######## yubex_la_capture_ctrl ########
==> yubex_la_capture_ctrl/congestion.png <==
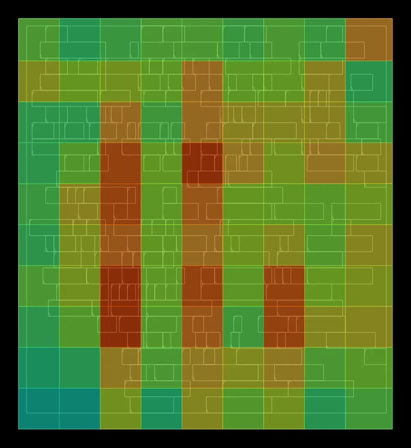

<file path="src/rtl/yubex_la_pkg.sv">
// Shared definitions for the tiny logic analyzer capture path.
// Holds the sequencer state encoding and the trigger mode codes; the
// display mapping block decodes the same values, so keep them in one place.
// No ports (package).
package yubex_la_pkg;

  typedef enum logic [1:0] {
    ST_IDLE    = 2'd0,
    ST_ARMED   = 2'd1,
    ST_CAPTURE = 2'd2,
    ST_DONE    = 2'd3
  } la_state_t;

  localparam logic [1:0] TRIG_RISE = 2'b00;
  localparam logic [1:0] TRIG_FALL = 2'b01;
  localparam logic [1:0] TRIG_HIGH = 2'b10;
  localparam logic [1:0] TRIG_LOW  = 2'b11;

  // Trigger condition between the previous strobed sample and the current one.
  function automatic logic trig_hit(input logic [1:0] mode, input logic prev,
                                    input logic s);
    case (mode)
      TRIG_RISE: return ~prev & s;
      TRIG_FALL: return prev & ~s;
      TRIG_HIGH: return s;
      default:   return ~s;
    endcase
  endfunction

endpackage

</file>
<file path="src/rtl/yubex_la_strobe_gen.sv">
// Sample-rate strobe generator.
// A counter runs 0..div while enabled and strobe is high on the wrap cycle,
// giving one strobe every div+1 clocks (div=0 -> every clock).
// Ports:
//   clk    in  1      system clock
//   rst    in  1      synchronous active-high reset
//   en     in  1      count enable (sequencer in ARMED/CAPTURE)
//   clr    in  1      restart the count at 0
//   div    in  DIV_W  wrap value (already latched by the sequencer)
//   strobe out 1      sample strobe
module yubex_la_strobe_gen #(
  parameter int DIV_W = 4
) (
  input  logic             clk,
  input  logic             rst,
  input  logic             en,
  input  logic             clr,
  input  logic [DIV_W-1:0] div,
  output logic             strobe
);

  logic [DIV_W-1:0] cnt;

  assign strobe = en & (cnt == div);

  always_ff @(posedge clk) begin
    if (rst || clr) begin
      cnt <= '0;
    end else if (en) begin
      if (cnt == div) cnt <= '0;
      else            cnt <= cnt + 1'b1;
    end
  end

endmodule

</file>
<file path="src/rtl/yubex_la_capture_ctrl.sv">
// Trigger/capture sequencer for the logic analyzer's single-channel path.
// Arms on a rising edge of arm, waits for the selected trigger condition on
// strobed samples, records DEPTH samples (trigger sample at index 0) and then
// serves them one at a time through rd_data/rd_ptr.
// Ports:
//   clk       in  1      system clock
//   rst       in  1      synchronous active-high reset
//   data_in   in  1      synchronised sample input
//   arm       in  1      level; rising edge requests arming
//   abort     in  1      level; return to IDLE
//   trig_mode in  2      00 rise, 01 fall, 10 high, 11 low (live)
//   div       in  DIV_W  strobe every div+1 clocks, latched on arm
//   rd_next   in  1      advance read pointer (DONE only)
//   armed     out 1      state is ARMED
//   capturing out 1      state is CAPTURE
//   done      out 1      state is DONE, buffer valid
//   rd_data   out 1      sample at rd_ptr while done, else 0
//   rd_ptr    out PTR_W  read index
module yubex_la_capture_ctrl
  import yubex_la_pkg::*;
#(
  parameter int DEPTH = 16,
  parameter int PTR_W = 4,
  parameter int DIV_W = 4
) (
  input  logic             clk,
  input  logic             rst,
  input  logic             data_in,
  input  logic             arm,
  input  logic             abort,
  input  logic [1:0]       trig_mode,
  input  logic [DIV_W-1:0] div,
  input  logic             rd_next,
  output logic             armed,
  output logic             capturing,
  output logic             done,
  output logic             rd_data,
  output logic [PTR_W-1:0] rd_ptr
);

  localparam logic [PTR_W-1:0] LAST_IDX = PTR_W'(DEPTH - 1);

  la_state_t        state, state_n;
  logic             arm_prev;
  logic             arm_req;
  logic [DIV_W-1:0] div_lat;
  logic             strobe;
  logic             prev, prev_valid;
  logic [PTR_W-1:0] wr_cnt;
  logic [DEPTH-1:0] sample_mem;

  logic start, smp_armed, trig_fire, cap_wr, rd_adv;

  // arm_prev follows arm even during reset, so an arm level held across
  // reset release is not mistaken for a fresh request.
  always_ff @(posedge clk) begin
    arm_prev <= arm;
  end

  assign arm_req = arm & ~arm_prev;

  yubex_la_strobe_gen #(.DIV_W(DIV_W)) u_strobe (
    .clk    (clk),
    .rst    (rst),
    .en     ((state == ST_ARMED) || (state == ST_CAPTURE)),
    .clr    (start),
    .div    (div_lat),
    .strobe (strobe)
  );

  always_comb begin
    state_n   = state;
    start     = 1'b0;
    smp_armed = 1'b0;
    trig_fire = 1'b0;
    cap_wr    = 1'b0;
    rd_adv    = 1'b0;
    if (!abort) begin
      case (state)
        ST_IDLE: begin
          if (arm_req) begin
            start   = 1'b1;
            state_n = ST_ARMED;
          end
        end
        ST_ARMED: begin
          if (strobe) begin
            smp_armed = 1'b1;
            // The first strobe only primes prev, so no edge is invented.
            if (prev_valid && trig_hit(trig_mode, prev, data_in)) begin
              trig_fire = 1'b1;
              state_n   = ST_CAPTURE;
            end
          end
        end
        ST_CAPTURE: begin
          if (strobe) begin
            cap_wr = 1'b1;
            if (wr_cnt == LAST_IDX) state_n = ST_DONE;
          end
        end
        default: begin
          if (arm_req) begin
            start   = 1'b1;
            state_n = ST_ARMED;
          end else if (rd_next) begin
            rd_adv = 1'b1;
          end
        end
      endcase
    end else begin
      state_n = ST_IDLE;
    end
  end

  always_ff @(posedge clk) begin
    if (rst) begin
      state      <= ST_IDLE;
      rd_ptr     <= '0;
      wr_cnt     <= '0;
      prev       <= 1'b0;
      prev_valid <= 1'b0;
    end else begin
      state <= state_n;
      if (abort) begin
        rd_ptr <= '0;
      end else if (start) begin
        rd_ptr     <= '0;
        wr_cnt     <= '0;
        prev_valid <= 1'b0;
      end else begin
        if (rd_adv) rd_ptr <= rd_ptr + 1'b1;
        if (smp_armed) begin
          prev       <= data_in;
          prev_valid <= 1'b1;
        end
        if (trig_fire)   wr_cnt <= PTR_W'(1);
        else if (cap_wr) wr_cnt <= wr_cnt + 1'b1;
      end
    end
  end

  // Sample buffer and latched divider carry no reset; they are only read
  // after being written in the current capture.
  always_ff @(posedge clk) begin
    if (start) div_lat <= div;
    if (trig_fire)   sample_mem[0]      <= data_in;
    else if (cap_wr) sample_mem[wr_cnt] <= data_in;
  end

  assign armed     = (state == ST_ARMED);
  assign capturing = (state == ST_CAPTURE);
  assign done      = (state == ST_DONE);
  assign rd_data   = done ? sample_mem[rd_ptr] : 1'b0;

endmodule
</file>
<file path="config.mk">
export PLATFORM = sky130hd
export DESIGN_NAME = yubex_la_capture_ctrl
export DESIGN_NICKNAME = d
export VERILOG_FILES = /design/src/rtl/yubex_la_pkg.sv /design/src/rtl/yubex_la_strobe_gen.sv /design/src/rtl/yubex_la_capture_ctrl.sv
export SDC_FILE = /design/constraint.sdc
export NUM_CORES = 1
export LEC_CHECK = 0
export ABC_CLOCK_PERIOD_IN_PS = 2380
export CORE_ASPECT_RATIO = 1.1
export CORE_UTILIZATION = 45
export CTS_CLUSTER_DIAMETER = 150
export DETAILED_ROUTE_END_ITERATION = 7
export GPL_TIMING_DRIVEN = 0
export PLACE_DENSITY_LB_ADDON = 0.08
export SETUP_SLACK_MARGIN = 0.1
export SYNTH_ARGS = -nofsm -noshare
export SYNTH_HDL_FRONTEND = slang
export SYNTH_SLANG_ARGS = --single-unit
</file>
<file path="constraint.sdc">
create_clock -name clk -period 2.38 [get_ports clk]
set_input_delay 0.238 -clock clk [delete_from_list [all_inputs] [get_ports clk]]
set_output_delay 0.238 -clock clk [all_outputs]
set_load 0.05 [all_outputs]
</file>
######## pipe_share_arbiter ########
==> src/rtl/pipe_share_arbiter.sv <==
// pipe_share_arbiter
//   Shares one fixed-latency, non-stallable datapath among NUM_REQ requesters.
//   A round-robin arbiter grants at most one request per cycle into the datapath.
//   The requester ID travels beside the data in a tag shift register.
//   Results land in a show-ahead response FIFO.
//   Issue is credit-limited: in-flight plus buffered entries never exceed
//   RSP_DEPTH, so a result is never dropped while the consumer back-pressures.
//
//   Optional build macro: PIPE_SHARE_STATS_EN adds the issue and credit-stall
//   counters. When it is undefined, both stat ports read 0 and no counter flops
//   are built.
//
//   Handshake: a request transfers in a cycle where req_valid[i] & req_ready[i].
//   A requester holds req_valid and its data stable until that transfer, or it
//   may withdraw req_valid before any transfer. A response pops in a cycle where
//   rsp_valid & rsp_ready. rsp_valid does not depend on rsp_ready.
module pipe_share_arbiter #(
  parameter  int NUM_REQ   = 4,
  parameter  int DATA_W    = 32,
  parameter  int LATENCY   = 3,
  parameter  int RSP_DEPTH = 4,
  localparam int ID_W      = $clog2(NUM_REQ)
) (
  input  logic                      clk,
  input  logic                      rst,
  input  logic [NUM_REQ-1:0]        req_valid,
  input  logic [NUM_REQ*DATA_W-1:0] req_data,
  output logic [NUM_REQ-1:0]        req_ready,
  output logic                      pipe_in_valid,
  output logic [DATA_W-1:0]         pipe_in_data,
  input  logic [DATA_W-1:0]         pipe_out_data,
  output logic                      rsp_valid,
  input  logic                      rsp_ready,
  output logic [ID_W-1:0]           rsp_id,
  output logic [DATA_W-1:0]         rsp_data,
  output logic [31:0]               stat_issue_cnt,
  output logic [31:0]               stat_stall_cnt
);

  localparam int                CNT_W    = $clog2(RSP_DEPTH + 1);
  localparam int                PTR_W    = (RSP_DEPTH > 1) ? $clog2(RSP_DEPTH) : 1;
  localparam logic [CNT_W-1:0]  DEPTH_C  = CNT_W'(RSP_DEPTH);
  localparam logic [PTR_W-1:0]  PTR_LAST = PTR_W'(RSP_DEPTH - 1);
  localparam logic [ID_W-1:0]   ID_LAST  = ID_W'(NUM_REQ - 1);

  // Credit and arbitration state
  logic [CNT_W-1:0]  r_used;
  logic [ID_W-1:0]   r_last;

  // Tag pipeline, aligned with the datapath stages
  logic [LATENCY-1:0] r_tag_vld;
  logic [ID_W-1:0]    r_tag_id [LATENCY];

  // Response FIFO
  logic [ID_W-1:0]   r_fifo_id   [RSP_DEPTH];
  logic [DATA_W-1:0] r_fifo_data [RSP_DEPTH];
  logic [PTR_W-1:0]  r_wr_ptr;
  logic [PTR_W-1:0]  r_rd_ptr;
  logic [CNT_W-1:0]  r_fifo_cnt;

  logic              w_can_issue;
  logic              w_grant_found;
  logic [ID_W-1:0]   w_grant_idx;
  logic [ID_W-1:0]   w_cand;
  logic              w_issue;
  logic              w_push;
  logic              w_pop;
  logic              w_fifo_empty;

  // A credit returned by a pop is usable only from the next cycle.
  // Reset also blocks issue, so nothing is accepted that reset would discard.
  assign w_can_issue = !rst && (r_used < DEPTH_C);

  // Round-robin search starting one past the last granted requester
  always_comb begin
    w_grant_found = 1'b0;
    w_grant_idx   = '0;
    w_cand        = '0;
    for (int k = 1; k <= NUM_REQ; k++) begin
      w_cand = ID_W'((int'(r_last) + k) % NUM_REQ);
      if (!w_grant_found && req_valid[w_cand]) begin
        w_grant_found = 1'b1;
        w_grant_idx   = w_cand;
      end
    end
  end

  assign w_issue = w_can_issue && w_grant_found;

  // One-hot accept towards the granted requester and operand mux to the datapath
  always_comb begin
    req_ready     = '0;
    pipe_in_valid = w_issue;
    pipe_in_data  = '0;
    if (w_issue) begin
      req_ready[w_grant_idx] = 1'b1;
      pipe_in_data           = req_data[w_grant_idx*DATA_W +: DATA_W];
    end
  end

  // Last-grant pointer moves only on an actual transfer
  always_ff @(posedge clk) begin
    if (rst) begin
      r_last <= ID_LAST;
    end else if (w_issue) begin
      r_last <= w_grant_idx;
    end
  end

  // Occupancy: in-flight plus buffered; issue and pop together cancel out
  always_ff @(posedge clk) begin
    if (rst) begin
      r_used <= '0;
    end else if (w_issue && !w_pop) begin
      r_used <= r_used + CNT_W'(1);
    end else if (!w_issue && w_pop) begin
      r_used <= r_used - CNT_W'(1);
    end
  end

  // Tag valid shift; clearing it on reset discards everything in flight
  always_ff @(posedge clk) begin
    if (rst) begin
      r_tag_vld <= '0;
    end else begin
      r_tag_vld[0] <= w_issue;
      for (int i = 1; i < LATENCY; i++) begin
        r_tag_vld[i] <= r_tag_vld[i-1];
      end
    end
  end

  // Tag ID shift; meaningful only where the matching valid bit is set
  always_ff @(posedge clk) begin
    r_tag_id[0] <= w_grant_idx;
    for (int i = 1; i < LATENCY; i++) begin
      r_tag_id[i] <= r_tag_id[i-1];
    end
  end

  assign w_push       = r_tag_vld[LATENCY-1];
  assign w_fifo_empty = (r_fifo_cnt == '0);
  assign w_pop        = !w_fifo_empty && rsp_ready;

  // FIFO pointers and fill count; credits guarantee a free slot on every push
  always_ff @(posedge clk) begin
    if (rst) begin
      r_wr_ptr   <= '0;
      r_rd_ptr   <= '0;
      r_fifo_cnt <= '0;
    end else begin
      if (w_push) begin
        r_wr_ptr <= (r_wr_ptr == PTR_LAST) ? '0 : r_wr_ptr + PTR_W'(1);
      end
      if (w_pop) begin
        r_rd_ptr <= (r_rd_ptr == PTR_LAST) ? '0 : r_rd_ptr + PTR_W'(1);
      end
      if (w_push && !w_pop) begin
        r_fifo_cnt <= r_fifo_cnt + CNT_W'(1);
      end else if (!w_push && w_pop) begin
        r_fifo_cnt <= r_fifo_cnt - CNT_W'(1);
      end
    end
  end

  // FIFO storage: capture the datapath result with its requester ID
  always_ff @(posedge clk) begin
    if (w_push) begin
      r_fifo_id[r_wr_ptr]   <= r_tag_id[LATENCY-1];
      r_fifo_data[r_wr_ptr] <= pipe_out_data;
    end
  end

  // The show-ahead head is forced to zero while the FIFO is empty
  assign rsp_valid = !w_fifo_empty;
  assign rsp_id    = w_fifo_empty ? '0 : r_fifo_id[r_rd_ptr];
  assign rsp_data  = w_fifo_empty ? '0 : r_fifo_data[r_rd_ptr];

`ifdef PIPE_SHARE_STATS_EN
  logic [31:0] r_stat_issue;
  logic [31:0] r_stat_stall;

  // Issue count, plus cycles where someone is waiting but no credit is left
  always_ff @(posedge clk) begin
    if (rst) begin
      r_stat_issue <= '0;
      r_stat_stall <= '0;
    end else begin
      if (w_issue) begin
        r_stat_issue <= r_stat_issue + 32'd1;
      end
      if ((|req_valid) && !w_can_issue) begin
        r_stat_stall <= r_stat_stall + 32'd1;
      end
    end
  end

  assign stat_issue_cnt = r_stat_issue;
  assign stat_stall_cnt = r_stat_stall;
`else
  assign stat_issue_cnt = '0;
  assign stat_stall_cnt = '0;
`endif

endmodule

==> config.mk <==
export PLATFORM = sky130hd
export DESIGN_NAME = pipe_share_arbiter
export DESIGN_NICKNAME = d
export VERILOG_FILES = /design/src/rtl/pipe_share_arbiter.sv
export SDC_FILE = /design/constraint.sdc
export NUM_CORES = 1
export LEC_CHECK = 0
export ABC_CLOCK_PERIOD_IN_PS = 2500
export CELL_PAD_IN_SITES_DETAIL_PLACEMENT = 1
export CELL_PAD_IN_SITES_GLOBAL_PLACEMENT = 1
export CORE_MARGIN = 2
export CORE_UTILIZATION = 35
export DETAILED_ROUTE_END_ITERATION = 10
export PLACE_DENSITY = 0.86
export SLEW_MARGIN = 25
export SYNTH_ARGS = -nofsm -noshare
export SYNTH_HDL_FRONTEND = slang
export SYNTH_SLANG_ARGS = --single-unit
==> constraint.sdc <==
create_clock -name clk -period 2.5 [get_ports clk]
set_input_delay 0.625 -clock clk [delete_from_list [all_inputs] [get_ports clk]]
set_output_delay 0.625 -clock clk [all_outputs]
set_load 0.1 [all_outputs]
######## inst_fetch_ctrl_flat ########
$ cat src/rtl/riscie_pkg.sv
// Shared fetch-path definitions: data width, reset PC, FSM encoding and FIFO entry layout.
package riscie_pkg;

  localparam int unsigned XLEN    = 32;
  localparam int unsigned ENTRY_W = 64;

  localparam logic [XLEN-1:0] RESET_PC_DEF = 32'h0000_0000;

  typedef enum logic [1:0] {
    ST_IDLE   = 2'd0,
    ST_FETCH  = 2'd1,
    ST_HALTED = 2'd2
  } fetch_state_e;

  typedef struct packed {
    logic [XLEN-1:0] pc;
    logic [XLEN-1:0] instr;
  } fetch_entry_t;

  // Clears the byte-offset bits of a byte address.
  function automatic logic [XLEN-1:0] word_align(input logic [XLEN-1:0] addr);
    return addr & ~XLEN'(3);
  endfunction

endpackage

$ cat src/rtl/inst_fetch_ctrl_if.sv
// Instruction-memory and decode-side bus of the fetch controller.
// master = fetch controller, slave = memory/decode environment.
interface inst_fetch_ctrl_if;
  import riscie_pkg::*;

  logic [XLEN-1:0] imem_addr;
  logic [XLEN-1:0] imem_data;
  logic            if_valid;
  logic            if_ready;
  logic [XLEN-1:0] if_pc;
  logic [XLEN-1:0] if_instr;

  modport master (
    output imem_addr, if_valid, if_pc, if_instr,
    input  imem_data, if_ready
  );

  modport slave (
    input  imem_addr, if_valid, if_pc, if_instr,
    output imem_data, if_ready
  );

endinterface

$ cat src/rtl/fetch_fifo.sv
// Synchronous prefetch FIFO with flush. When empty, the read port keeps
// presenting the last head that was visible so downstream never sees stale
// or uninitialised storage.
module fetch_fifo #(
  parameter int unsigned WIDTH = 64,
  parameter int unsigned DEPTH = 2
) (
  input  logic             clk,
  input  logic             reset,
  input  logic             push,
  input  logic             pop,
  input  logic             flush,
  input  logic [WIDTH-1:0] wdata,
  output logic [WIDTH-1:0] rdata,
  output logic             full,
  output logic             empty
);

  localparam int unsigned AW      = $clog2(DEPTH);
  localparam logic [AW:0] PTR_ONE = (AW+1)'(1);

  logic [WIDTH-1:0] mem_q [DEPTH];
  logic [AW:0]      wr_ptr_q, wr_ptr_d;
  logic [AW:0]      rd_ptr_q, rd_ptr_d;
  logic [WIDTH-1:0] hold_q;
  logic [WIDTH-1:0] head;
  logic             do_push;
  logic             do_pop;

  assign empty   = (wr_ptr_q == rd_ptr_q);
  assign full    = (wr_ptr_q[AW] != rd_ptr_q[AW]) &&
                   (wr_ptr_q[AW-1:0] == rd_ptr_q[AW-1:0]);
  assign head    = mem_q[rd_ptr_q[AW-1:0]];
  assign do_pop  = pop && !empty && !flush;
  assign do_push = push && !flush && (!full || do_pop);
  assign rdata   = empty ? hold_q : head;

  // Pointer update; flush wins over any push/pop in the same cycle.
  always_comb begin
    wr_ptr_d = wr_ptr_q;
    rd_ptr_d = rd_ptr_q;
    if (flush) begin
      wr_ptr_d = '0;
      rd_ptr_d = '0;
    end else begin
      if (do_push) wr_ptr_d = wr_ptr_q + PTR_ONE;
      if (do_pop)  rd_ptr_d = rd_ptr_q + PTR_ONE;
    end
  end

  // Pointer and last-visible-head registers.
  always_ff @(posedge clk or posedge reset) begin
    if (reset) begin
      wr_ptr_q <= '0;
      rd_ptr_q <= '0;
      hold_q   <= '0;
    end else begin
      wr_ptr_q <= wr_ptr_d;
      rd_ptr_q <= rd_ptr_d;
      if (!empty) hold_q <= head;
    end
  end

  // Entry storage.
  always_ff @(posedge clk or posedge reset) begin
    if (reset) begin
      for (int unsigned i = 0; i < DEPTH; i++) mem_q[i] <= '0;
    end else if (do_push) begin
      mem_q[wr_ptr_q[AW-1:0]] <= wdata;
    end
  end

endmodule

$ cat src/rtl/inst_fetch_ctrl.sv
// Instruction fetch controller: owns the PC, addresses instMemory, captures
// its combinational read data into the prefetch FIFO and hands {pc, instr}
// to decode. Supports redirect (flush + new PC) and halt.
// Optional feature: define FETCH_ALIGN_CHK_EN to trap misaligned redirect
// targets into a sticky fetch_err and HALTED; otherwise the low target bits
// are dropped and fetch_err reads 0.
module inst_fetch_ctrl
  import riscie_pkg::*;
#(
  parameter logic [XLEN-1:0] RESET_PC   = RESET_PC_DEF,
  parameter int unsigned     FIFO_DEPTH = 2,
  parameter int unsigned     ADDR_BITS  = 16
) (
  input  logic              clk,
  input  logic              reset,
  input  logic              start,
  input  logic              halt,
  input  logic              redirect,
  input  logic [XLEN-1:0]   redirect_pc,
  output logic              busy,
  output logic              fetch_err,
  inst_fetch_ctrl_if.master bus
);

  fetch_state_e       state_q, state_d;
  logic [XLEN-1:0]    pc_q, pc_d;
  logic               busy_q;
  logic               push;
  logic               pop;
  logic               flush;
  logic               fifo_full;
  logic               fifo_empty;
  fetch_entry_t       wr_entry;
  fetch_entry_t       head;
  logic [ENTRY_W-1:0] head_raw;

  assign pop      = !fifo_empty && bus.if_ready;
  assign wr_entry = '{pc: pc_q, instr: bus.imem_data};
  assign head     = fetch_entry_t'(head_raw);

  assign bus.imem_addr = XLEN'(pc_q[ADDR_BITS+1:2]);
  assign bus.if_valid  = !fifo_empty;
  assign bus.if_pc     = head.pc;
  assign bus.if_instr  = head.instr;
  assign busy          = busy_q;

`ifdef FETCH_ALIGN_CHK_EN
  logic err_q, err_d;
  assign fetch_err = err_q;
`else
  assign fetch_err = 1'b0;
`endif

  // Next state, next PC and FIFO control; redirect overrides the normal fetch.
  always_comb begin
    state_d = state_q;
    pc_d    = pc_q;
    push    = 1'b0;
    flush   = 1'b0;
`ifdef FETCH_ALIGN_CHK_EN
    err_d   = err_q;
`endif
    unique case (state_q)
      ST_IDLE: begin
        if (start) state_d = ST_FETCH;
      end
      ST_FETCH: begin
        if (halt) begin
          state_d = ST_HALTED;
        end else if (!fifo_full || pop) begin
          push = 1'b1;
          pc_d = pc_q + XLEN'(4);
        end
      end
      ST_HALTED: begin
        if (start) state_d = ST_FETCH;
      end
      default: state_d = ST_IDLE;
    endcase

    if (redirect && (state_q != ST_IDLE)) begin
      push  = 1'b0;
      flush = 1'b1;
`ifdef FETCH_ALIGN_CHK_EN
      if (redirect_pc[1:0] != 2'b00) begin
        pc_d    = pc_q;
        err_d   = 1'b1;
        state_d = ST_HALTED;
      end else begin
        pc_d = word_align(redirect_pc);
      end
`else
      pc_d = word_align(redirect_pc);
`endif
    end
  end

  // State, PC and busy registers.
  always_ff @(posedge clk or posedge reset) begin
    if (reset) begin
      state_q <= ST_IDLE;
      pc_q    <= RESET_PC;
      busy_q  <= 1'b0;
    end else begin
      state_q <= state_d;
      pc_q    <= pc_d;
      busy_q  <= (state_d == ST_FETCH);
    end
  end

`ifdef FETCH_ALIGN_CHK_EN
  // Sticky misalignment flag.
  always_ff @(posedge clk or posedge reset) begin
    if (reset) err_q <= 1'b0;
    else       err_q <= err_d;
  end
`endif

  fetch_fifo #(
    .WIDTH (ENTRY_W),
    .DEPTH (FIFO_DEPTH)
  ) u_fifo (
    .clk   (clk),
    .reset (reset),
    .push  (push),
    .pop   (pop),
    .flush (flush),
    .wdata (wr_entry),
    .rdata (head_raw),
    .full  (fifo_full),
    .empty (fifo_empty)
  );

endmodule
$ cat src/flat_wrapper.sv
// flat-port wrapper written by rule: the top's interface ports become plain ports
module inst_fetch_ctrl_flat import riscie_pkg::*;
#(
  parameter logic [XLEN-1:0] RESET_PC   = RESET_PC_DEF,
  parameter int unsigned     FIFO_DEPTH = 2,
  parameter int unsigned     ADDR_BITS  = 16
)
  (clk, reset, start, halt, redirect, redirect_pc, busy, fetch_err, bus_imem_addr, bus_if_valid, bus_if_pc, bus_if_instr, bus_imem_data, bus_if_ready);
  inst_fetch_ctrl_if bus_i ();
  input  logic clk;
  input  logic reset;
  input  logic start;
  input  logic halt;
  input  logic redirect;
  input  logic [XLEN-1:0] redirect_pc;
  output logic busy;
  output logic fetch_err;
  output wire logic [$bits(bus_i.imem_addr)-1:0] bus_imem_addr;
  output wire logic [$bits(bus_i.if_valid)-1:0] bus_if_valid;
  output wire logic [$bits(bus_i.if_pc)-1:0] bus_if_pc;
  output wire logic [$bits(bus_i.if_instr)-1:0] bus_if_instr;
  input wire logic [$bits(bus_i.imem_data)-1:0] bus_imem_data;
  input wire logic [$bits(bus_i.if_ready)-1:0] bus_if_ready;
  assign bus_imem_addr = bus_i.imem_addr;
  assign bus_if_valid = bus_i.if_valid;
  assign bus_if_pc = bus_i.if_pc;
  assign bus_if_instr = bus_i.if_instr;
  assign bus_i.imem_data = bus_imem_data;
  assign bus_i.if_ready = bus_if_ready;
  inst_fetch_ctrl #(.RESET_PC(RESET_PC), .FIFO_DEPTH(FIFO_DEPTH), .ADDR_BITS(ADDR_BITS)) u_core (.clk(clk), .reset(reset), .start(start), .halt(halt), .redirect(redirect), .redirect_pc(redirect_pc), .busy(busy), .fetch_err(fetch_err), .bus(bus_i));
endmodule
$ cat config.mk
export PLATFORM = sky130hd
export DESIGN_NAME = inst_fetch_ctrl_flat
export DESIGN_NICKNAME = d
export VERILOG_FILES = /design/src/rtl/riscie_pkg.sv /design/src/rtl/inst_fetch_ctrl_if.sv /design/src/rtl/fetch_fifo.sv /design/src/rtl/inst_fetch_ctrl.sv /design/src/flat_wrapper.sv
export SDC_FILE = /design/constraint.sdc
export NUM_CORES = 1
export LEC_CHECK = 0
export CAP_MARGIN = 20
export CORE_MARGIN = 2
export CORE_UTILIZATION = 50
export DETAILED_ROUTE_END_ITERATION = 8
export PLACE_DENSITY = 0.72
export SLEW_MARGIN = 10
export SYNTH_ARGS = -nofsm -noshare
export SYNTH_HDL_FRONTEND = slang
export SYNTH_SLANG_ARGS = --single-unit
$ cat constraint.sdc
create_clock -name clk -period 9.4 [get_ports clk]
set_input_delay 2.35 -clock clk [delete_from_list [all_inputs] [get_ports clk]]
set_output_delay 2.35 -clock clk [all_outputs]
set_load 0.005 [all_outputs]
######## trap_ctrl ########
<file path="config.mk">
export PLATFORM = sky130hd
export DESIGN_NAME = trap_ctrl
export DESIGN_NICKNAME = d
export VERILOG_FILES = /design/src/rtl/trap_ctrl.sv
export SDC_FILE = /design/constraint.sdc
export NUM_CORES = 1
export LEC_CHECK = 0
export CAP_MARGIN = 0
export CORE_ASPECT_RATIO = 1.2
export CORE_MARGIN = 8
export CORE_UTILIZATION = 65
export DETAILED_ROUTE_END_ITERATION = 16
export DONT_BUFFER_PORTS = 1
export GPL_TIMING_DRIVEN = 0
export HOLD_SLACK_MARGIN = 0.03
export PLACE_DENSITY = 0.78
export REMOVE_ABC_BUFFERS = 1
export SYNTH_ARGS = -nofsm -noshare
export SYNTH_HDL_FRONTEND = slang
export SYNTH_SLANG_ARGS = --single-unit
</file>
<file path="constraint.sdc">
create_clock -name clk -period 4.4 [get_ports clk]
set_input_delay 0.88 -clock clk [delete_from_list [all_inputs] [get_ports clk]]
set_output_delay 0.88 -clock clk [all_outputs]
set_load 0.05 [all_outputs]
</file>
<file path="src/rtl/trap_ctrl.sv">
// trap_ctrl: machine-mode trap and interrupt controller for the pipelined RV32 core.
// Synchronises the external interrupter line into a sticky pending bit, picks
// between MEM-stage exceptions, the pending interrupt and mret, owns the M-mode
// CSRs, and produces a one-cycle flush/redirect pulse on trap entry and exit.
//
// Ports:
//   clk, rst            core clock, asynchronous active-low reset
//   interrupter         raw external interrupt (asynchronous to clk)
//   mem_valid, pc_mem   MEM-stage instruction valid and its PC
//   ecall_mem, illegal_mem, mret_mem   MEM-stage instruction class
//   csr_we, csr_addr, csr_wdata        CSR write port (address shared with read)
//   csr_rdata           combinational CSR read data
//   flush, redirect     squash IF..MEM / load redirect_pc, high in TRAP or MRET
//   redirect_pc         mtvec in TRAP, mepc in MRET, 0 otherwise
module trap_ctrl #(
    parameter logic [31:0] MTVEC_RESET = 32'h0000_0100,
    parameter int          SYNC_STAGES = 2
) (
    input  logic        clk,
    input  logic        rst,
    input  logic        interrupter,
    input  logic        mem_valid,
    input  logic [31:0] pc_mem,
    input  logic        ecall_mem,
    input  logic        illegal_mem,
    input  logic        mret_mem,
    input  logic        csr_we,
    input  logic [11:0] csr_addr,
    input  logic [31:0] csr_wdata,
    output logic [31:0] csr_rdata,
    output logic        flush,
    output logic        redirect,
    output logic [31:0] redirect_pc
);

    localparam logic [11:0] ADDR_MSTATUS = 12'h300;
    localparam logic [11:0] ADDR_MIE     = 12'h304;
    localparam logic [11:0] ADDR_MTVEC   = 12'h305;
    localparam logic [11:0] ADDR_MEPC    = 12'h341;
    localparam logic [11:0] ADDR_MCAUSE  = 12'h342;
    localparam logic [11:0] ADDR_MIP     = 12'h344;

    localparam logic [31:0] CAUSE_ILLEGAL = 32'd2;
    localparam logic [31:0] CAUSE_ECALL   = 32'd11;
    localparam logic [31:0] CAUSE_EXT_IRQ = 32'h8000_000B;

    typedef enum logic [1:0] {
        ST_IDLE = 2'd0,
        ST_TRAP = 2'd1,
        ST_MRET = 2'd2
    } state_t;

    state_t                   state_r;
    state_t                   state_nx_s;
    logic [SYNC_STAGES-1:0]   sync_r;
    logic                     edge_r;
    logic                     rise_s;
    logic                     pending_r;
    logic                     mstatus_mie_r;
    logic                     mstatus_mpie_r;
    logic                     mie_meie_r;
    logic [29:0]              mtvec_r;
    logic [29:0]              mepc_r;
    logic [31:0]              mcause_r;
    logic                     take_exc_s;
    logic                     take_irq_s;
    logic                     take_ret_s;
    logic                     take_trap_s;
    logic [31:0]              cause_s;

    // Interrupter synchroniser chain plus the delayed copy used for edge detection.
    always_ff @(posedge clk or negedge rst) begin
        if (!rst) begin
            sync_r <= '0;
            edge_r <= 1'b0;
        end else begin
            sync_r <= {sync_r[SYNC_STAGES-2:0], interrupter};
            edge_r <= sync_r[SYNC_STAGES-1];
        end
    end

    assign rise_s = sync_r[SYNC_STAGES-1] & ~edge_r;

    // Sticky pending bit: taking the interrupt wins over a coincident edge,
    // which would otherwise merge into the interrupt being taken anyway.
    always_ff @(posedge clk or negedge rst) begin
        if (!rst) begin
            pending_r <= 1'b0;
        end else if (take_irq_s) begin
            pending_r <= 1'b0;
        end else if (rise_s) begin
            pending_r <= 1'b1;
        end
    end

    // Trap decision in priority order; only IDLE looks at the MEM stage,
    // since TRAP and MRET cycles see instructions that are being flushed.
    always_comb begin
        take_exc_s = 1'b0;
        take_irq_s = 1'b0;
        take_ret_s = 1'b0;
        cause_s    = 32'h0000_0000;
        state_nx_s = ST_IDLE;
        case (state_r)
            ST_IDLE: begin
                if (!mem_valid) begin
                    state_nx_s = ST_IDLE;
                end else if (illegal_mem) begin
                    take_exc_s = 1'b1;
                    cause_s    = CAUSE_ILLEGAL;
                    state_nx_s = ST_TRAP;
                end else if (ecall_mem) begin
                    take_exc_s = 1'b1;
                    cause_s    = CAUSE_ECALL;
                    state_nx_s = ST_TRAP;
                end else if (pending_r && mstatus_mie_r && mie_meie_r) begin
                    take_irq_s = 1'b1;
                    cause_s    = CAUSE_EXT_IRQ;
                    state_nx_s = ST_TRAP;
                end else if (mret_mem) begin
                    take_ret_s = 1'b1;
                    state_nx_s = ST_MRET;
                end else begin
                    state_nx_s = ST_IDLE;
                end
            end
            ST_TRAP: state_nx_s = ST_IDLE;
            ST_MRET: state_nx_s = ST_IDLE;
            default: state_nx_s = ST_IDLE;
        endcase
    end

    assign take_trap_s = take_exc_s | take_irq_s;

    // State register; an async reset mid-sequence drops flush/redirect at once.
    always_ff @(posedge clk or negedge rst) begin
        if (!rst) begin
            state_r <= ST_IDLE;
        end else begin
            state_r <= state_nx_s;
        end
    end

    // mstatus MIE/MPIE: trap entry and return take precedence over CSR writes.
    always_ff @(posedge clk or negedge rst) begin
        if (!rst) begin
            mstatus_mie_r  <= 1'b0;
            mstatus_mpie_r <= 1'b0;
        end else if (take_trap_s) begin
            mstatus_mpie_r <= mstatus_mie_r;
            mstatus_mie_r  <= 1'b0;
        end else if (take_ret_s) begin
            mstatus_mie_r  <= mstatus_mpie_r;
            mstatus_mpie_r <= 1'b1;
        end else if (csr_we && (csr_addr == ADDR_MSTATUS)) begin
            mstatus_mie_r  <= csr_wdata[3];
            mstatus_mpie_r <= csr_wdata[7];
        end
    end

    // mepc and mcause: captured on trap entry, otherwise software writable.
    always_ff @(posedge clk or negedge rst) begin
        if (!rst) begin
            mepc_r   <= 30'd0;
            mcause_r <= 32'h0000_0000;
        end else if (take_trap_s) begin
            mepc_r   <= pc_mem[31:2];
            mcause_r <= cause_s;
        end else begin
            if (csr_we && (csr_addr == ADDR_MEPC)) begin
                mepc_r <= csr_wdata[31:2];
            end
            if (csr_we && (csr_addr == ADDR_MCAUSE)) begin
                mcause_r <= csr_wdata;
            end
        end
    end

    // mie.MEIE and mtvec: plain software-written registers.
    always_ff @(posedge clk or negedge rst) begin
        if (!rst) begin
            mie_meie_r <= 1'b0;
            mtvec_r    <= MTVEC_RESET[31:2];
        end else begin
            if (csr_we && (csr_addr == ADDR_MIE)) begin
                mie_meie_r <= csr_wdata[11];
            end
            if (csr_we && (csr_addr == ADDR_MTVEC)) begin
                mtvec_r <= csr_wdata[31:2];
            end
        end
    end

    // Combinational CSR read mux; unstored bits and unknown addresses read 0.
    always_comb begin
        csr_rdata = 32'h0000_0000;
        case (csr_addr)
            ADDR_MSTATUS: csr_rdata = {24'd0, mstatus_mpie_r, 3'd0, mstatus_mie_r, 3'd0};
            ADDR_MIE:     csr_rdata = {20'd0, mie_meie_r, 11'd0};
            ADDR_MIP:     csr_rdata = {20'd0, pending_r, 11'd0};
            ADDR_MTVEC:   csr_rdata = {mtvec_r, 2'b00};
            ADDR_MEPC:    csr_rdata = {mepc_r, 2'b00};
            ADDR_MCAUSE:  csr_rdata = mcause_r;
            default:      csr_rdata = 32'h0000_0000;
        endcase
    end

    // Outputs are pure decodes of the state register.
    always_comb begin
        flush       = 1'b0;
        redirect    = 1'b0;
        redirect_pc = 32'h0000_0000;
        case (state_r)
            ST_TRAP: begin
                flush       = 1'b1;
                redirect    = 1'b1;
                redirect_pc = {mtvec_r, 2'b00};
            end
            ST_MRET: begin
                flush       = 1'b1;
                redirect    = 1'b1;
                redirect_pc = {mepc_r, 2'b00};
            end
            default: begin
                flush       = 1'b0;
                redirect    = 1'b0;
                redirect_pc = 32'h0000_0000;
            end
        endcase
    end

endmodule

</file>
==> trap_ctrl/layer_met2.png <==
Cells faint in the background.
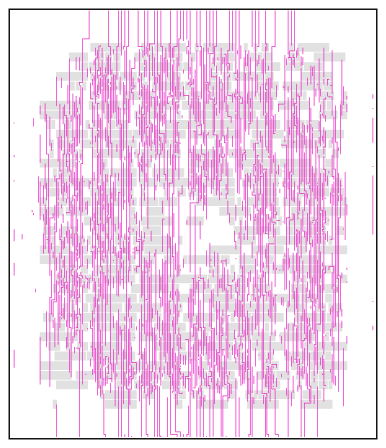
share of all routed wire: 49%
nets with wire on the layer: 574
main direction: vertical

==> metrics.log, trap_ctrl <==
[report] implementation figures
[metrics] weighted congestion reported at the end of routability-driven placement: approximately 0.85
[metrics] WP depth: 5
[metrics] average detailed-routed wire length per instance: roughly 25 um
[metrics] largest net degree at the start of global routing: between 100 and 150
[metrics] Power Density: 303 nW/um^2
[metrics] Yosys top cell by area: dfrtp_1
[metrics] detailed route wirelength on metal2: 9.02 mm
[metrics] Post-Place Cells: around 700
[metrics] final non-filler cell area: between 6000 and 7000 um^2
[metrics] startpoint of the most critical setup path: csr_addr[11]
[metrics] width of the chip: between 100 and 150 um
[metrics] kind of critical path: input port to output port
[metrics] most used flip-flop cell after synthesis: dfrtp_1
[metrics] power consumption: 0.00188 W
[metrics] Post-CTS Resized: 11
[metrics] hold bufs inserted after CTS: 0
[metrics] total CTS buffers: 9
[metrics] height of the die: approximately 120 um
[metrics] internal power summed over all cells: between 0.001 and 0.0015 W
[metrics] global routing met1 resource utilization: 36.4%
[metrics] timing endpoint of the critical path: csr_rdata[14]
[metrics] M1 WL: between 7 and 8 mm
[metrics] endpoint arrival time on the critical path: 3.44 ns
[metrics] row count: 38
[metrics] count of buffers inserted at the top-level ports: 0
[metrics] launching element type of the critical path: input port
[metrics] run status: complete, no violations
trap_ctrl: worst register-to-register path: cells and delay by family, from the launching register on:
| kind | cells | cell delay (ns) |
|---|---|---|
| AND/OR/NAND/NOR | 2 | 0.78 |
| buffers and inverters | 1 | 1.23 |
| AND-OR/OR-AND | 2 | 0.54 |
| flip-flops | 1 | 0.49 |
trap_ctrl: final cells by class:
class,instances,area share [%]
Timing Repair Buffer,8,1.91
Tap cell,120,2.42
Sequential cell,101,40.7
Clock inverter,3,0.685
Clock buffer,13,2.72
Inverter,10,0.604
Multi-Input combinational cell,473,51.0
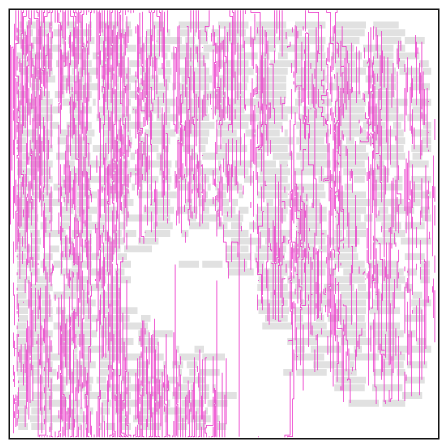
(pipe_share_arbiter/layer_met2.png)
Cells faint in the background.
nets with wire on the layer: 921
wire length on this layer: 16,500 um
main direction: vertical
longest straight run: 79.6 um
share of all routed wire: 58%

==> metrics.log, pipe_share_arbiter <==
[report] implementation figures
[metrics] distinct cell type count after synthesis: 32
[metrics] average detailed-routed wire length per instance: ~26 um
[metrics] net count reported at finish: 963
[metrics] via count of the first global-routing pass: 6,033
[metrics] peak supply drop: a little over 0.0007 V
[metrics] global router's overall resource usage: between 20% and 30%
[metrics] flip-flops: between 150 and 200
[metrics] Die ar.: 22,700 um^2
[metrics] stage delay of the slowest cell on the critical path: approximately 0.36 ns
[metrics] warning count from the yosys run: 0
[metrics] Global Route met2 Usage: 45.4%
[metrics] run status: complete, but fails checks
[metrics] failing checks: setup timing
[metrics] CP Max Fanout: 5
[metrics] final setup vio count: approximately 57
[metrics] flip-flops with a built-in enable: between 100 and 150
[metrics] number of logged tool warnings: 32
[metrics] cells traversed along the worst timing path: nand2b_4, o21ai_2, a211oi_4, buf_6, buf_12, buf_6, mux2i_2, o22ai_4, buf_12
[metrics] global routing met1 resource utilization: 25.3%
[metrics] flops & latches, synth: 159
[metrics] Worst Setup Slack, final: -0.555 ns
[pipe_share_arbiter: cell usage in the layout, fill, tap and decap left out, types with 5 or more instances in the layout]
cell type and count:
and2_4 34, buf_12 83, buf_16 5, buf_4 29, buf_6 13, buf_8 7, clkbuf_16 21, clkdlybuf4s50_1 161
conb_1 64, dfxtp_1 20, edfxtp_1 136, ha_1 6, inv_1 5, mux2i_1 9, mux2i_2 21, mux2i_4 39
mux4_2 34, nor2_1 11, nor2_4 5, o22ai_4 32
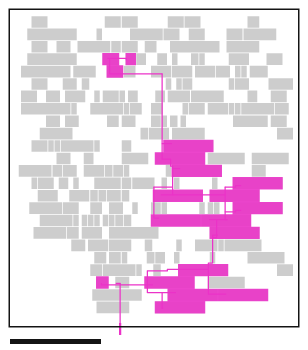
(yubex_la_capture_ctrl/io_fan.png)
Bar = 20 um.
[magenta] data_in | direction: input | end cells: 19 | buffers: 1 | wire: 170 um

==> yubex_la_capture_ctrl/flops_by_reg.png <==
Other sequential cells in the stronger grey, the rest of the logic in the fainter grey.
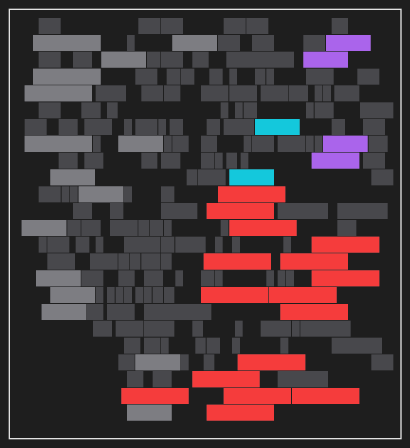
[cyan] state | sequential cells: 2
[red] sample_mem | sequential cells: 16
[purple] rd_ptr | sequential cells: 4 | where: top right
not coloured: 15

About yubex_la_capture_ctrl/congestion.png:
global router's overall resource usage: 17.8%
global routing's busiest layer: met2
average detailed-routed wire length per instance: 14.6 um
met3 track demand over resource in global routing: 4.44%

==> metrics.log, yubex_la_capture_ctrl <==
[report] implementation figures
[metrics] Die ar.: approximately 4400 um^2
[metrics] Leak: slightly below 0.8 nW
[metrics] unrepaired setup endpoints after global routing: yes
[metrics] Worst Hold Path Cells: 1
[metrics] Worst path most repeated cell: mux4_2
[metrics] endpoint arrival time on the critical path: between 2 and 2.5 ns
[metrics] path class of the lowest-slack min-delay path: input port to register
[metrics] per-cell via count in the routed design: between 5 and 6
[metrics] antenna cells: 0
[metrics] flip-flops: 37
[metrics] Post-Place Cells: around 230
[metrics] # Cells Yosys: between 150 and 200
[metrics] run status: complete, no violations
[metrics] Max-slew headroom: 61.9%
[metrics] DRC Markers: 0
[metrics] most used flip-flop cell after synthesis: edfxtp_1
[metrics] power dissipated by switching net loads: between 0.0002 and 0.0003 W
-- yubex_la_capture_ctrl: final timing paths --
path	to	startpoint	slack, ns
setup reg to reg	sample_mem[3]	state[0]	0.29
setup / recovery	rd_data	rd_ptr[0]	0.07
hold / removal	arm_prev	arm	0.44
hold reg to reg	state[1]	state[1]	0.54
-- yubex_la_capture_ctrl: layer usage --
metal  vias up  global-route usage, %  part of all wire (%)
li1        623                      -                     -
met1       604                   20.8                    43
met2        18                   30.7                    52
met3         5                   4.44                   2.4
met4         0                   7.75                   1.8
met5         -                      0                     0
==> inst_fetch_ctrl_flat/io_fan.png <==
Bar = 50 um.
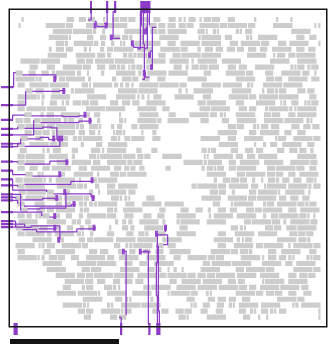
[purple] redirect_pc | direction: input | end cells: 30 | buffers: 30 | wire: 853 um

==> metrics.log, inst_fetch_ctrl_flat <==
[report] implementation figures
[metrics] run status: complete, no violations
[metrics] Post-synth seq share: 57.1%
[metrics] row count: roughly 51
[metrics] number of cells traversed by the worst register-to-register path: 7
[metrics] sw frac: about 33%
[metrics] R2R Setup Slk: just under 6 ns
[metrics] most used standard cells in the synthesized netlist: dfrtp_1 (225), mux2_2 (111), nor2_1 (74), a21oi_1 (65), mux2i_1 (62)
[metrics] inverters: 4
[metrics] share of cell area taken by multi-input logic gates: 31.3%
[metrics] power consumption: 0.00478 W
[metrics] antenna cells: 0
[metrics] length of the first detailed-routing pass in iterations: 4
[metrics] per-cell via count in the routed design: around 5.3
[metrics] global router's overall resource usage: between 10% and 20%
[metrics] most frequent cells in the layout: dfrtp_1 (224), clkdlybuf4s50_1 (149), mux2_2 (111)
[metrics] dpl ws: slightly below 4 ns
[metrics] kind of critical path: register to output port
[metrics] cells traversed along the worst timing path: xnor2_1, nand2_4, buf_4, nor2_1, a21oi_1, clkdlybuf4s50_1
[metrics] Worst Hold Path Cells: 1
[metrics] H-tree depth reported by CTS: 1
[metrics] final hold viol count: 0
[metrics] count of routing violations after the opening detailed-route iteration: approximately 350
[metrics] Min-Delay Endpoint: u_core.u_fifo.mem_q[119]
[metrics] post-synthesis area per instance: ~12 um^2
[metrics] Signal buffers: approximately 160
[metrics] cell area after placement: approximately 11,000 um^2
[metrics] CP Max Fanout: between 80 and 90
[metrics] total routed wirelength: 20.6 mm
[metrics] Die ar.: between 20,000 and 25,000 um^2
[metrics] post-route fraction of the period consumed by the critical path: around 64%
[inst_fetch_ctrl_flat: sequential cells by signal (all words and copies together) (netlist names)]
name                    cells
u_core.pc_q                30
u_core.busy                 1
u_core.state_q              2
u_core.u_fifo.rd_ptr_q      2
u_core.u_fifo.mem_q       124
u_core.u_fifo.hold_q       64
u_core.u_fifo.wr_ptr_q      2
[inst_fetch_ctrl_flat: layer usage]
metal	vias to the layer above	global-route usage, %	wire, um
li1	3016	-	-
met1	3176	29.3	9640
met2	154	31.4	9480
met3	29	3.41	1100
met4	0	4.70	365
met5	-	0	0

######## four_fa ########
==> four_fa/layer_met1.png <==
Supply wires on this layer in grey. Cells faint in the background.
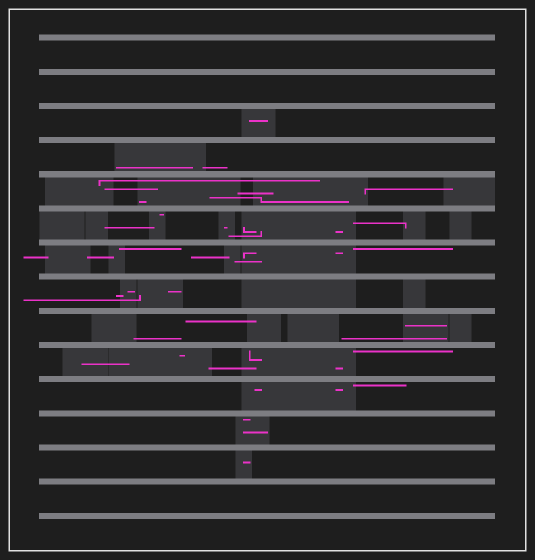
==> four_fa/io_fan.png <==
Bar = 10 um.
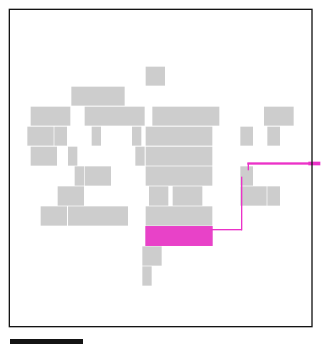
### config.mk
export PLATFORM = sky130hd
export DESIGN_NAME = four_fa
export DESIGN_NICKNAME = d
export VERILOG_FILES = /design/src/rtl/four_fa_pkg.sv /design/src/rtl/full_adder.sv /design/src/rtl/four_fa.sv
export SDC_FILE = /design/constraint.sdc
export NUM_CORES = 1
export LEC_CHECK = 0
export ABC_AREA = 1
export CORE_AREA = 2 2 39 41
export DETAILED_ROUTE_END_ITERATION = 7
export DIE_AREA = 0 0 41 43
export SKIP_LAST_GASP = 1
export SLEW_MARGIN = 20
export SYNTH_ARGS = -nofsm -noshare
export SYNTH_HDL_FRONTEND = slang
export SYNTH_SLANG_ARGS = --single-unit
### constraint.sdc
create_clock -name clk -period 0.8 [get_ports clk]
set_input_delay 0.16 -clock clk [delete_from_list [all_inputs] [get_ports clk]]
set_output_delay 0.16 -clock clk [all_outputs]
set_load 0.01 [all_outputs]
### src/rtl/four_fa_pkg.sv
// four_fa_pkg: shared width constant for the 4-bit adder; bit index 0 is the LSB.
package four_fa_pkg;
  localparam int WIDTH = 4;
  localparam int LSB = 0;
endpackage

### src/rtl/full_adder.sv
// full_adder: single-bit full adder stage of the ripple chain.
module full_adder (
  input  logic a,
  input  logic b,
  input  logic ci,
  output logic s,
  output logic co
);
  always_comb begin
    s  = a ^ b ^ ci;
    co = (a & b) | (ci & (a ^ b));
  end
endmodule

### src/rtl/four_fa.sv
// four_fa: 4-bit ripple-carry adder whose sum and carry-out are captured in flops.
module four_fa
  import four_fa_pkg::*;
(
  input  logic clk,
  input  logic rst_n,
  input  logic A0,
  input  logic A1,
  input  logic A2,
  input  logic A3,
  input  logic B0,
  input  logic B1,
  input  logic B2,
  input  logic B3,
  output logic S0,
  output logic S1,
  output logic S2,
  output logic S3,
  output logic C4
);
  logic [WIDTH-1:0] a, b, s;
  logic [WIDTH:0] c;
  logic [WIDTH:0] res_d, res_q;
  assign a = {A3, A2, A1, A0};
  assign b = {B3, B2, B1, B0};
  assign c[LSB] = 1'b0;
  for (genvar i = 0; i < WIDTH; i++) begin : g_stage
    full_adder u_fa (
      .a (a[i]),
      .b (b[i]),
      .ci(c[i]),
      .s (s[i]),
      .co(c[i+1])
    );
  end
  always_comb res_d = {c[WIDTH], s};
  always_ff @(posedge clk or negedge rst_n)
    if (!rst_n) res_q <= '0;
    else res_q <= res_d;
  assign {C4, S3, S2, S1, S0} = res_q;
endmodule

==> metrics.log <==
[report] implementation figures
[metrics] IO Pins: 15
[metrics] count of buffers inserted at the top-level ports: 14
[metrics] warning count from the yosys run: 0
[metrics] required time at the endpoint of the critical path: ~0.97 ns
[metrics] run status: complete, but fails checks
[metrics] Global Route met2 Usage: around a tenth
[metrics] Largest delay share family, worst path: adder cells
[metrics] final setup vio count: 8
[metrics] area occupied by multi-input gates: roughly 90 um^2
[metrics] Reg with most FFs: res_q
[metrics] DRC Markers: 0
[metrics] clk slew on worst S/H paths: ~0.040 ns
[metrics] failing checks: setup timing
[metrics] number of clock buffers in the layout: 4
[metrics] CP Max Fanout: 1
[metrics] Worst Setup Slack, final: -0.670 ns
[metrics] Layout fillers: roughly 150
[metrics] flip-flops: 5
[metrics] met3 track demand over resource in global routing: under 10%
[metrics] share of cell area taken by multi-input logic gates: approximately 22%
About four_fa/layer_met1.png:
wire length on this layer: 147 um
main direction: horizontal
longest straight run: 17.5 um
nets with wire on the layer: 33
share of all routed wire: 33%

About four_fa/io_fan.png:
[magenta] S2 | direction: output | end cells: 1 | buffers: 1 | wire: 20.3 um

==> cell usage in the layout, fill, tap and decap left out <==
cell type / netlist / routed
inv_1: 5 / 4
clkdlybuf4s15_1: 0 / 1
dfrtp_1: 5 / 5
fa_2: 0 / 2
buf_8: 0 / 1
clkbuf_4: 0 / 3
buf_6: 0 / 2
clkbuf_1: 0 / 1
clkdlybuf4s50_1: 0 / 5
clkbuf_2: 0 / 1
buf_2: 0 / 4
fa_1: 3 / 1
inv_2: 0 / 1
ha_4: 0 / 1
==> report_power, final <==
part           internal [W]  switching (W)
logic             0.0000943      0.0000715
clock network      0.000188      0.0000879
registers          0.000290      0.0000102


## Gallery

Sequential cells grouped by signal name.
Other sequential cells in the stronger grey, the rest of the logic in the fainter grey.
picture 1
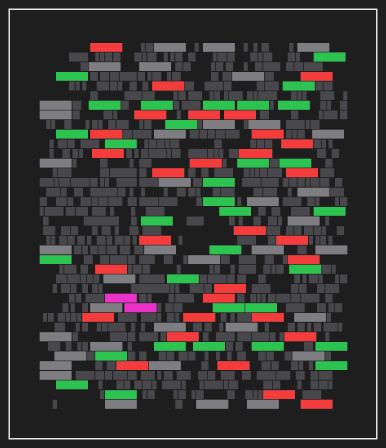
picture 2
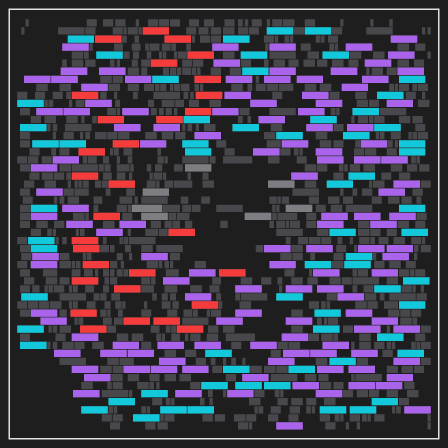
picture 3
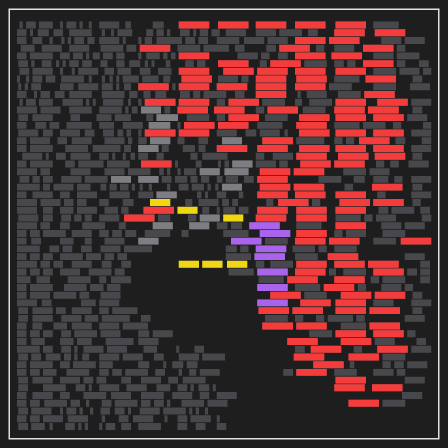
For pipe_share_arbiter, see picture 3.
For inst_fetch_ctrl_flat, see picture 2.
For trap_ctrl, see picture 1.

Power is estimated from default activity; no workload was simulated.
